# block 1

Figure 1. Sizing map (block 1).
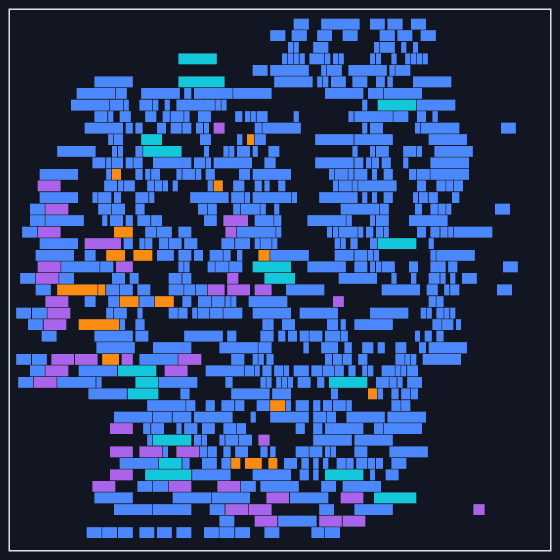

`config.mk`:
```
export PLATFORM = sky130hd
export DESIGN_NAME = adc_capture_sequencer
export DESIGN_NICKNAME = d
export VERILOG_FILES = /design/src/rtl/adc_capture_sequencer.sv
export SDC_FILE = /design/constraint.sdc
export NUM_CORES = 1
export LEC_CHECK = 0
export CORE_UTILIZATION = 35
export DETAILED_ROUTE_END_ITERATION = 16
export GPL_TIMING_DRIVEN = 0
export PLACE_DENSITY = 0.61
export SYNTH_ARGS = -nofsm -noshare
export SYNTH_HDL_FRONTEND = slang
export SYNTH_SLANG_ARGS = --single-unit
```
`constraint.sdc`:
```
create_clock -name clk -period 3.25 [get_ports clk]
set_input_delay 0.65 -clock clk [delete_from_list [all_inputs] [get_ports clk]]
set_output_delay 0.65 -clock clk [all_outputs]
set_load 0.05 [all_outputs]
```
`src/rtl/adc_capture_sequencer.sv`:
```
// rtl/adc_capture_sequencer.sv - paced SPI ADC capture sequencer with framed valid/ready sample output
module adc_capture_sequencer #(
    parameter int DATA_W  = 8,
    parameter int CNT_W   = 16,
    parameter int TIMEOUT = 255
) (
    input  logic              clk,
    input  logic              reset,
    input  logic              enable,
    input  logic [CNT_W-1:0]  sample_period,
    input  logic [CNT_W-1:0]  frame_len,
    input  logic              clear_err,
    input  logic              adc_cs,
    input  logic [DATA_W-1:0] adc_data,
    output logic              startCapture,
    output logic [DATA_W-1:0] sample_data,
    output logic              sample_valid,
    input  logic              sample_ready,
    output logic              sample_first,
    output logic              sample_last,
    output logic              busy,
    output logic              overrun,
    output logic              timeout_err
);

    typedef enum logic [2:0] {
        S_IDLE,
        S_ARM,
        S_START,
        S_WAIT_LO,
        S_WAIT_HI,
        S_LATCH
    } state_e;

    localparam logic [CNT_W-1:0] CNT_ONE = CNT_W'(1);
    localparam logic [CNT_W-1:0] WD_LAST = CNT_W'(TIMEOUT - 1);

    state_e state_q, state_d;

    logic [CNT_W-1:0]  period_cnt_q, period_cnt_d;
    logic [CNT_W-1:0]  period_q, period_d;
    logic [CNT_W-1:0]  frame_len_q, frame_len_d;
    logic [CNT_W-1:0]  index_q, index_d;
    logic [CNT_W-1:0]  wd_q, wd_d;
    logic [DATA_W-1:0] data_q, data_d;
    logic              valid_q, valid_d;
    logic              first_q, first_d;
    logic              last_q, last_d;
    logic              overrun_q, overrun_d;
    logic              timeout_q, timeout_d;

    logic [CNT_W-1:0]  period_cnt_dec;
    logic              period_done;
    logic              wd_done;
    logic              frame_end;
    logic              in_latch;
    logic              timeout_evt;
    logic              overrun_evt;

    // The START cycle itself is one period cycle, so ARM fires as the counter is about to hit zero.
    assign period_cnt_dec = (period_cnt_q == '0) ? '0 : period_cnt_q - CNT_ONE;
    assign period_done    = (period_cnt_dec == '0);
    assign wd_done        = (wd_q == WD_LAST);
    assign frame_end      = (frame_len_q != '0) && (index_q == frame_len_q - CNT_ONE);
    assign in_latch       = (state_q == S_LATCH);
    assign timeout_evt    = wd_done && (((state_q == S_WAIT_LO) && adc_cs) ||
                                        ((state_q == S_WAIT_HI) && !adc_cs));
    assign overrun_evt    = in_latch && valid_q && !sample_ready;

    always_ff @(posedge clk or negedge reset) begin
        if (!reset) begin
            state_q <= S_IDLE;
        end else begin
            state_q <= state_d;
        end
    end

    always_comb begin
        state_d = state_q;
        case (state_q)
            S_IDLE:    if (enable) state_d = S_ARM;
            S_ARM: begin
                if (!enable)          state_d = S_IDLE;
                else if (period_done) state_d = S_START;
            end
            S_START:   state_d = S_WAIT_LO;
            S_WAIT_LO: begin
                if (!adc_cs)      state_d = S_WAIT_HI;
                else if (wd_done) state_d = S_ARM;
            end
            S_WAIT_HI: begin
                if (adc_cs)       state_d = S_LATCH;
                else if (wd_done) state_d = S_ARM;
            end
            S_LATCH:   state_d = S_ARM;
            default:   state_d = S_IDLE;
        endcase
    end

    always_comb begin
        startCapture = (state_q == S_START);
        busy         = (state_q != S_IDLE);
    end

    always_comb begin
        period_cnt_d = period_cnt_dec;
        if (state_q == S_START) begin
            period_cnt_d = (period_q > CNT_ONE) ? period_q - CNT_ONE : '0;
        end

        period_d    = period_q;
        frame_len_d = frame_len_q;
        index_d     = index_q;
        if ((state_q == S_IDLE) && enable) begin
            period_d    = sample_period;
            frame_len_d = frame_len;
            index_d     = '0;
        end else if (in_latch) begin
            if (frame_end) begin
                period_d    = sample_period;
                frame_len_d = frame_len;
                index_d     = '0;
            end else begin
                index_d = index_q + CNT_ONE;
            end
        end

        // Watchdog restarts on every entry into a wait phase.
        wd_d = '0;
        if (((state_q == S_WAIT_LO) || (state_q == S_WAIT_HI)) && (state_d == state_q)) begin
            wd_d = wd_q + CNT_ONE;
        end

        data_d  = data_q;
        first_d = first_q;
        last_d  = last_q;
        valid_d = valid_q && !sample_ready;
        if (in_latch) begin
            data_d  = adc_data;
            valid_d = 1'b1;
            first_d = (index_q == '0);
            last_d  = frame_end;
        end

        overrun_d = (overrun_q && !clear_err) || overrun_evt;
        timeout_d = (timeout_q && !clear_err) || timeout_evt;
    end

    always_ff @(posedge clk or negedge reset) begin
        if (!reset) begin
            period_cnt_q <= '0;
            period_q     <= '0;
            frame_len_q  <= '0;
            index_q      <= '0;
            wd_q         <= '0;
            data_q       <= '0;
            valid_q      <= 1'b0;
            first_q      <= 1'b0;
            last_q       <= 1'b0;
            overrun_q    <= 1'b0;
            timeout_q    <= 1'b0;
        end else begin
            period_cnt_q <= period_cnt_d;
            period_q     <= period_d;
            frame_len_q  <= frame_len_d;
            index_q      <= index_d;
            wd_q         <= wd_d;
            data_q       <= data_d;
            valid_q      <= valid_d;
            first_q      <= first_d;
            last_q       <= last_d;
            overrun_q    <= overrun_d;
            timeout_q    <= timeout_d;
        end
    end

    assign sample_data  = data_q;
    assign sample_valid = valid_q;
    assign sample_first = first_q;
    assign sample_last  = last_q;
    assign overrun      = overrun_q;
    assign timeout_err  = timeout_q;

endmodule

```
# block 2

<file path="src/rtl/jk_pkg.sv">
`default_nettype none
// ============================================================================
// Module   : jk_pkg
// Brief    : Shared types and excitation rule for the JK bank driver.
//            Macro JK_TOGGLE_EN selects toggle (J=K=1) excitation for changes.
// Revision : 1.0
// ============================================================================
package jk_pkg;

    typedef enum logic [1:0] {
        IDLE  = 2'd0,
        DRIVE = 2'd1,
        CHECK = 2'd2
    } state_t;

    // Three bits cover the full 0..7 retry range.
    localparam int c_retry_w = 3;

    // Returns {J, K} for one cell; applied bit by bit so it works at any width.
    function automatic logic [1:0] jk_excite_bit(input logic q, input logic t);
`ifdef JK_TOGGLE_EN
        return {q ^ t, q ^ t};
`else
        return {~q & t, q & ~t};
`endif
    endfunction

endpackage
`default_nettype wire

</file>
<file path="src/rtl/jk_excite.sv">
`default_nettype none
// ============================================================================
// Module   : jk_excite
// Brief    : Combinational J/K excitation from current Q toward a target word.
//            Macro JK_TOGGLE_EN selects the toggle variant.
// Revision : 1.0
// ============================================================================
module jk_excite
    import jk_pkg::*;
#(
    parameter int WIDTH = 4
) (
    input  logic [WIDTH-1:0] q,
    input  logic [WIDTH-1:0] target,
    output logic [WIDTH-1:0] j,
    output logic [WIDTH-1:0] k
);

    for (genvar gi = 0; gi < WIDTH; gi++) begin : g_bit
        logic [1:0] w_jk;
        assign w_jk  = jk_excite_bit(q[gi], target[gi]);
        assign j[gi] = w_jk[1];
        assign k[gi] = w_jk[0];
    end

endmodule
`default_nettype wire

</file>
<file path="src/rtl/jk_bank_driver.sv">
`default_nettype none
// ============================================================================
// Module   : jk_bank_driver
// Brief    : Drives an external JK flip-flop bank to a requested word, checks
//            the result and retries; JK_TOGGLE_EN selects toggle excitation.
// Revision : 1.0
// ============================================================================
module jk_bank_driver
    import jk_pkg::*;
#(
    parameter int WIDTH     = 4,
    parameter int MAX_RETRY = 2
) (
    input  logic             clk,
    input  logic             rst_n,
    input  logic             in_valid,
    output logic             in_ready,
    input  logic [WIDTH-1:0] in_data,
    output logic [WIDTH-1:0] j_out,
    output logic [WIDTH-1:0] k_out,
    input  logic [WIDTH-1:0] q_in,
    output logic             busy,
    output logic             done,
    output logic             err
);

    localparam logic [c_retry_w-1:0] c_max_retry = c_retry_w'(MAX_RETRY);

    state_t                 r_state;
    state_t                 w_state_nxt;
    logic [WIDTH-1:0]       r_target;
    logic [c_retry_w-1:0]   r_retry;
    logic [WIDTH-1:0]       w_exc_target;
    logic [WIDTH-1:0]       w_j;
    logic [WIDTH-1:0]       w_k;
    logic                   w_match;

    assign w_match      = (q_in == r_target);
    // On accept the target register is not loaded yet, so excite from in_data.
    assign w_exc_target = (r_state == IDLE) ? in_data : r_target;

    jk_excite #(
        .WIDTH (WIDTH)
    ) u_excite (
        .q      (q_in),
        .target (w_exc_target),
        .j      (w_j),
        .k      (w_k)
    );

    always_ff @(posedge clk or negedge rst_n) begin
        if (!rst_n) begin
            r_state <= IDLE;
        end else begin
            r_state <= w_state_nxt;
        end
    end

    always_comb begin
        w_state_nxt = r_state;
        case (r_state)
            IDLE:    if (in_valid) w_state_nxt = DRIVE;
            DRIVE:   w_state_nxt = CHECK;
            CHECK:   w_state_nxt = (w_match || (r_retry == c_max_retry)) ? IDLE : DRIVE;
            default: w_state_nxt = IDLE;
        endcase
    end

    always_comb begin
        busy     = (r_state == DRIVE) || (r_state == CHECK);
        in_ready = (r_state == IDLE);
    end

    // Drive registers default to zero so they clear on the edge leaving DRIVE.
    always_ff @(posedge clk or negedge rst_n) begin
        if (!rst_n) begin
            r_target <= '0;
            r_retry  <= '0;
            j_out    <= '0;
            k_out    <= '0;
            done     <= 1'b0;
            err      <= 1'b0;
        end else begin
            j_out <= '0;
            k_out <= '0;
            done  <= 1'b0;
            err   <= 1'b0;
            case (r_state)
                IDLE: begin
                    if (in_valid) begin
                        r_target <= in_data;
                        r_retry  <= '0;
                        j_out    <= w_j;
                        k_out    <= w_k;
                    end
                end
                CHECK: begin
                    if (w_match) begin
                        done <= 1'b1;
                    end else if (r_retry == c_max_retry) begin
                        err <= 1'b1;
                    end else begin
                        r_retry <= r_retry + c_retry_w'(1);
                        j_out   <= w_j;
                        k_out   <= w_k;
                    end
                end
                default: ;
            endcase
        end
    end

endmodule
`default_nettype wire

</file>
<file path="config.mk">
export PLATFORM = sky130hd
export DESIGN_NAME = jk_bank_driver
export DESIGN_NICKNAME = d
export VERILOG_FILES = /design/src/rtl/jk_pkg.sv /design/src/rtl/jk_excite.sv /design/src/rtl/jk_bank_driver.sv
export SDC_FILE = /design/constraint.sdc
export NUM_CORES = 1
export LEC_CHECK = 0
export CAP_MARGIN = 20
export CORE_MARGIN = 2
export CORE_UTILIZATION = 51
export CTS_BUF_LIST = sky130_fd_sc_hd__clkbuf_4 sky130_fd_sc_hd__clkbuf_8
export DETAILED_ROUTE_END_ITERATION = 8
export GPL_TIMING_DRIVEN = 0
export PLACE_DENSITY = 0.81
export SYNTH_ARGS = -nofsm -noshare
export SYNTH_HDL_FRONTEND = slang
export SYNTH_HIERARCHICAL = 1
export SYNTH_SLANG_ARGS = --single-unit
export TNS_END_PERCENT = 100
</file>
<file path="constraint.sdc">
create_clock -name clk -period 2.1 [get_ports clk]
set_clock_uncertainty 0.05 [all_clocks]
set_input_delay 0.315 -clock clk [delete_from_list [all_inputs] [get_ports clk]]
set_output_delay 0.315 -clock clk [all_outputs]
set_load 0.02 [all_outputs]
</file>
# block 3

<file path="config.mk">
export PLATFORM = sky130hd
export DESIGN_NAME = pc_gen_ras
export DESIGN_NICKNAME = d
export VERILOG_FILES = /design/src/rtl/pc_gen_ras.sv
export SDC_FILE = /design/constraint.sdc
export NUM_CORES = 1
export LEC_CHECK = 0
export ABC_AREA = 1
export CAP_MARGIN = 10
export CORE_MARGIN = 1
export CORE_UTILIZATION = 55
export DETAILED_ROUTE_END_ITERATION = 16
export PLACE_DENSITY_LB_ADDON = 0.3
export SLEW_MARGIN = 20
export SYNTH_ARGS = -nofsm -noshare
export SYNTH_HDL_FRONTEND = slang
export SYNTH_SLANG_ARGS = --single-unit
</file>
<file path="constraint.sdc">
create_clock -name Clock -period 4.8 [get_ports Clock]
set_input_delay 1.2 -clock Clock [delete_from_list [all_inputs] [get_ports Clock]]
set_output_delay 1.2 -clock Clock [all_outputs]
set_load 0.05 [all_outputs]
</file>
<file path="src/rtl/pc_gen_ras.sv">
// -----------------------------------------------------------------------------
// pc_gen_ras
//
// Program-counter generator with a circular return-address stack (RAS).
// Decode supplies Mode/Taken/BranchOff/RA. The block produces the registered
// instruction address for instruction memory.
//
// Ports
//   Clock      : rising-edge clock, sole clock
//   Reset      : synchronous, active-high; takes priority over Enable
//   Enable     : 1 = advance this cycle, 0 = stall (all state held)
//   Mode       : next-address mode
//                000 SEQ, 001 BR, 010 JREG, 011 CALL, 100 RET, 101 CALLR,
//                110/111 reserved
//   Taken      : branch condition, used only in BR mode
//   BranchOff  : signed byte offset, two's complement
//   RA         : register-file address for JREG/CALLR and the RET fallback
//   PC         : current instruction address
//   PC_temp    : address of the previously executed instruction
//   RAS_count  : number of valid stack entries, 0..RAS_DEPTH
//   RAS_ovf    : one-cycle pulse after a push onto a full stack
//   RAS_unf    : one-cycle pulse after a RET on an empty stack
//   Illegal    : one-cycle pulse after a reserved Mode was accepted
//
// All outputs are registered. No input reaches an output combinationally.
// -----------------------------------------------------------------------------
module pc_gen_ras #(
    parameter int unsigned       ADDR_W    = 32,
    parameter int unsigned       RAS_DEPTH = 8,
    parameter logic [ADDR_W-1:0] RESET_VEC = '0,
    parameter logic [ADDR_W-1:0] INC       = ADDR_W'(4)
) (
    input  logic                         Clock,
    input  logic                         Reset,
    input  logic                         Enable,
    input  logic [2:0]                   Mode,
    input  logic                         Taken,
    input  logic [ADDR_W-1:0]            BranchOff,
    input  logic [ADDR_W-1:0]            RA,
    output logic [ADDR_W-1:0]            PC,
    output logic [ADDR_W-1:0]            PC_temp,
    output logic [$clog2(RAS_DEPTH):0]   RAS_count,
    output logic                         RAS_ovf,
    output logic                         RAS_unf,
    output logic                         Illegal
);

    localparam int unsigned      PTR_W      = $clog2(RAS_DEPTH);
    localparam int unsigned      CNT_W      = PTR_W + 1;
    localparam logic [CNT_W-1:0] FULL_COUNT = CNT_W'(RAS_DEPTH);

    typedef enum logic [2:0] {
        MODE_SEQ   = 3'b000,
        MODE_BR    = 3'b001,
        MODE_JREG  = 3'b010,
        MODE_CALL  = 3'b011,
        MODE_RET   = 3'b100,
        MODE_CALLR = 3'b101,
        MODE_RSV6  = 3'b110,
        MODE_RSV7  = 3'b111
    } modeT;

    // Stack storage and pointer. The pointer always names the next free slot,
    // so the top of stack sits at rasPtr-1. Because RAS_DEPTH is a power of
    // two, the pointer arithmetic wraps on its own.
    logic [ADDR_W-1:0] rasStack [RAS_DEPTH];
    logic [PTR_W-1:0]  rasPtr;

    logic [ADDR_W-1:0] seqAddr;
    logic [ADDR_W-1:0] relAddr;
    logic [ADDR_W-1:0] topAddr;
    logic [ADDR_W-1:0] nextPc;
    logic              doPush;
    logic              doPop;
    logic              stackEmpty;
    logic              stackFull;
    logic              ovfEvent;
    logic              unfEvent;
    logic              illEvent;

    assign seqAddr    = PC + INC;
    assign relAddr    = PC + BranchOff;
    assign topAddr    = rasStack[rasPtr - PTR_W'(1)];
    assign stackEmpty = (RAS_count == '0);
    assign stackFull  = (RAS_count == FULL_COUNT);

    // Next-address selection and stack control decode
    always_comb begin
        nextPc   = seqAddr;
        doPush   = 1'b0;
        doPop    = 1'b0;
        unfEvent = 1'b0;
        illEvent = 1'b0;
        case (Mode)
            MODE_SEQ: begin
                nextPc = seqAddr;
            end
            MODE_BR: begin
                nextPc = Taken ? relAddr : seqAddr;
            end
            MODE_JREG: begin
                nextPc = RA;
            end
            MODE_CALL: begin
                nextPc = relAddr;
                doPush = 1'b1;
            end
            MODE_RET: begin
                if (!stackEmpty) begin
                    nextPc = topAddr;
                    doPop  = 1'b1;
                end else begin
                    // An empty stack falls back to the register-file address.
                    nextPc   = RA;
                    unfEvent = 1'b1;
                end
            end
            MODE_CALLR: begin
                nextPc = RA;
                doPush = 1'b1;
            end
            default: begin
                nextPc   = seqAddr;
                illEvent = 1'b1;
            end
        endcase
    end

    // A push onto a full stack overwrites the oldest entry. That entry is the
    // slot the pointer already names, so the write path does not change.
    assign ovfEvent = doPush && stackFull;

    // PC, pointer, count and pulse registers
    always_ff @(posedge Clock) begin
        if (Reset) begin
            PC        <= RESET_VEC;
            PC_temp   <= RESET_VEC;
            rasPtr    <= '0;
            RAS_count <= '0;
            RAS_ovf   <= 1'b0;
            RAS_unf   <= 1'b0;
            Illegal   <= 1'b0;
        end else if (!Enable) begin
            RAS_ovf <= 1'b0;
            RAS_unf <= 1'b0;
            Illegal <= 1'b0;
        end else begin
            PC_temp <= PC;
            PC      <= nextPc;
            RAS_ovf <= ovfEvent;
            RAS_unf <= unfEvent;
            Illegal <= illEvent;
            if (doPush) begin
                rasPtr <= rasPtr + PTR_W'(1);
                if (!stackFull) begin
                    RAS_count <= RAS_count + CNT_W'(1);
                end
            end else if (doPop) begin
                rasPtr    <= rasPtr - PTR_W'(1);
                RAS_count <= RAS_count - CNT_W'(1);
            end
        end
    end

    // Stack entries need no reset because their contents are don't-care
    // until they are written.
    always_ff @(posedge Clock) begin
        if (!Reset && Enable && doPush) begin
            rasStack[rasPtr] <= seqAddr;
        end
    end

endmodule

</file>
Figure 2. Signal wires on met3 (block 3).
Cells faint in the background.
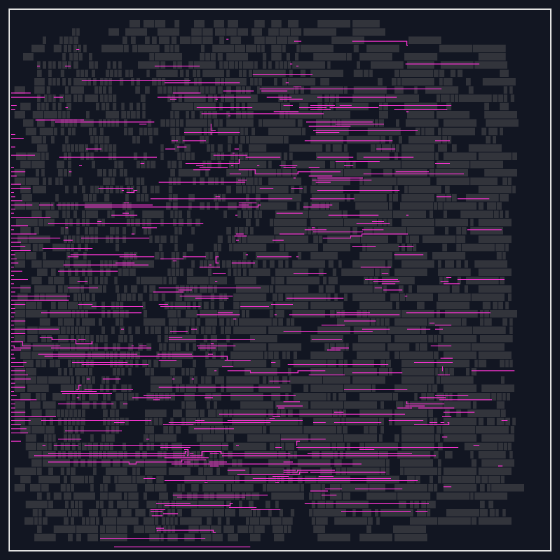
The layer carries 4460 microns of wire. The longest straight run is 82.8 microns. 276 nets have wire on it. The layer holds 9.0% of the routed length.

==> results.py, block 3 <==
# Auto-generated metrics
metrics = {
    "detailed_routing": {
        "wl_met1_mm": 20.26,
        "routed-wl-met3_mm": 4.457,
        "wl_met2_mm": 22.94,
    },
    "logic_synthesis": {
        "common_cells": "nand2_1, edfxtp_1, inv_1",
        "async_flop_share_pct": 0,
        "syn_area_sq_mm": 0.01688,
    },
    "final_layout": {
        "seq_share_pct": 46.59,
        "reg_top3": "rasStack x256, PC x32, PC_temp x32",
        "comb_share_pct": 32.52,
        "nonClkBufAreaFrac_pct": 8.053,
        "num-multi-input-gates": 1269,
    },
    "worst_setup_path": {
        "worstSetupStartpoint": "PC[2]",
        "crit_path_end_kind": "primary output",
    },
    "timing": {
        "setup_slack_ns": 1.355,
        "worst_slew_pin_slew_ns": 0.9171,
    },
    "global_route": {
        "grt_pass1_wl_mm": 75.15,
    },
    "worst_hold_path": {
        "hold_path_class": "flop to flop",
    },
    "run_status": {
        "status": "finished, final reports clean",
    },
    "clock_network": {
        "cts_tree": "yes",
        "cts_max_level": 2,
    },
}
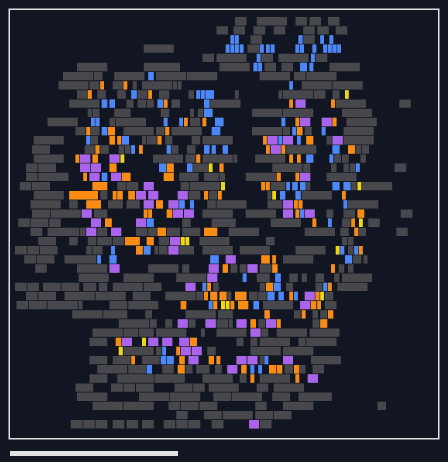
Figure 3: block 1, selected gate families.
The bar under the picture is 50 microns long.
Orange shows nor cells, cells 107, most used nor2_1. Blue shows nand cells, cells 100, most used nand2_1. Yellow shows inv cells, cells 15, most used inv_1. Purple shows xor and xnor cells, cells 58, most used xnor2_1.

## Picture notes: Figure 1
Cyan shows x6 and larger, cells 17, most used clkbuf_16. Purple shows x3 and x4, cells 42, most used mux2_4. Orange shows x2, cells 18, most used or2_2. Blue shows x1 and smaller, cells 560, most used dfrtp_1.

==> results.py, block 1 <==
# Auto-generated metrics
metrics = {
    "run_status": {
        "status": "finished, final reports clean",
    },
    "power": {
        "p_seq_w": 0.00183,
        "powerClk_w": 0.00113,
        "p_comb_w": 0.00152,
        "pwr-share-comb_pct": 33.9,
    },
    "logic_synthesis": {
        "ff_type": "dfrtp_1",
        "top_logic_kind": "simple AND/OR/NAND/NOR gates",
        "yosysMostFrequentCell": "dfrtp_1",
        "edf_count": 0,
        "ys_chip_area_sq_mm": 0.005477,
        "yosys.area_share.aoi_pct": 10.90,
    },
    "final_layout": {
        "nonClkBufAreaFrac_pct": 11.90,
        "most-common-layout-cells": "dfrtp_1, nor2_1, nand2_1, clkdlybuf4s50_1, xnor2_1",
        "diodes": 0,
        "logic_area_sq_mm": 0.002937,
        "clock_buffers": 11,
        "final_common_cell": "dfrtp_1",
    },
    "clock_network": {
        "clock-sinks": 96,
        "cts_tree": "yes",
    },
    "timing": {
        "setup_viol": 0,
        "worst_slew_pin_slew_ns": 1.066,
        "hold_violations": 0,
    },
    "detailed_routing": {
        "ant_nets": 0,
    },
    "worst_setup_path": {
        "worstPathRequired_ns": 3.48,
    },
    "floorplanning": {
        "row_count": 45,
        "die_area_sq_mm": 0.01615,
    },
    "global_route": {
        "grt_use_met2_pct": 27.05,
    },
}
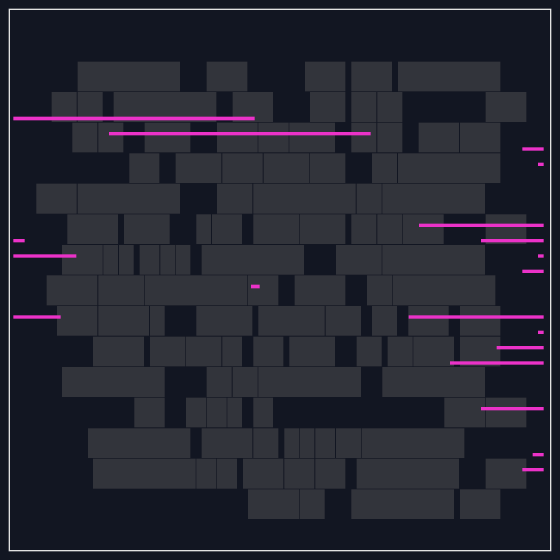
Figure 4: block 2, signal wires on met3.
Cells faint in the background.
The longest straight run is 23.0 microns. The layer carries 106 microns of wire. The layer holds 5.9% of the routed length. The wires run mostly horizontal. 18 nets have wire on it.

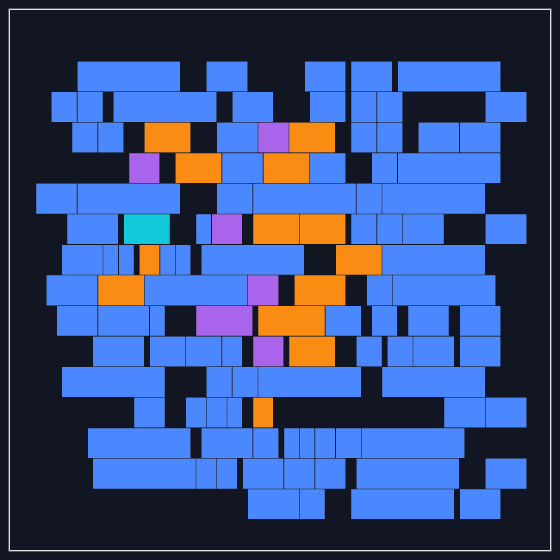
Figure 5: block 2, sizing map.
Cyan shows x6 and larger, cells 1, most used buf_6. Orange shows x2, cells 13, most used mux2_2. Purple shows x3 and x4, cells 6, most used clkbuf_4. Blue shows x1 and smaller, cells 93, most used clkdlybuf4s50_1.

==> results.py, block 2 <==
# Auto-generated metrics
metrics = {
    "final_layout": {
        "regArea_sq_um": 475.5,
        "comb_share_pct": 37.68,
        "logic_area_sq_um": 484.2,
        "clock_buffers": 3,
    },
    "run_status": {
        "status": "finished, final reports clean",
    },
    "timing": {
        "whs_ns": 0.4232,
    },
    "global_route": {
        "gr-usage-all-layers_pct": 18.70,
        "grt_max_degree": 20,
    },
    "worst_setup_path": {
        "cp_top_family": "buffers and inverters",
        "critPathArrivalTime_ns": 1.66,
    },
    "logic_synthesis": {
        "edf_count": 0,
        "synth_xor_xnor_area_share_pct": 3.535,
        "common_cells": "dfrtp_1, nor2b_1, and2_1, mux2_2, ha_1",
    },
    "clock_network": {
        "clock-sinks": 19,
        "cts_resized": 0,
        "cts_tree": "yes",
    },
    "detailed_routing": {
        "ant_nets": 0,
        "first_pass_iters": 3,
        "wl_met2_microns": 886,
    },
    "power": {
        "pwr-share-comb_pct": 53.3,
    },
}


==> notes/layouts.md <==
Pictures saved along the way, in no particular order.

Routing congestion map.
image #1
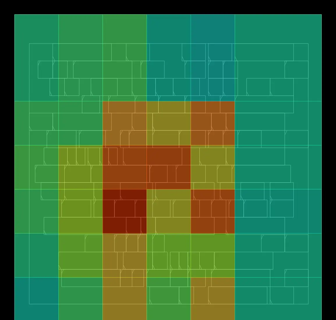
image #2
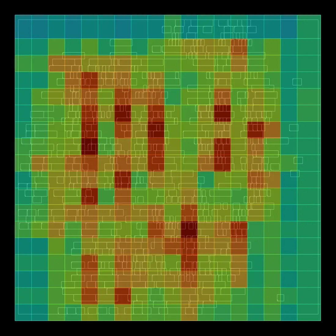
image #3
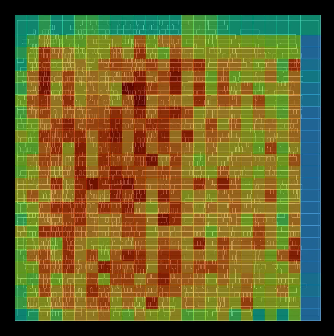
Image #2 is block 1.
Image #3 is block 3.
Image #1 is block 2.
The one with the most wire per cell is image #3.

Power is estimated from default activity; no workload was simulated.
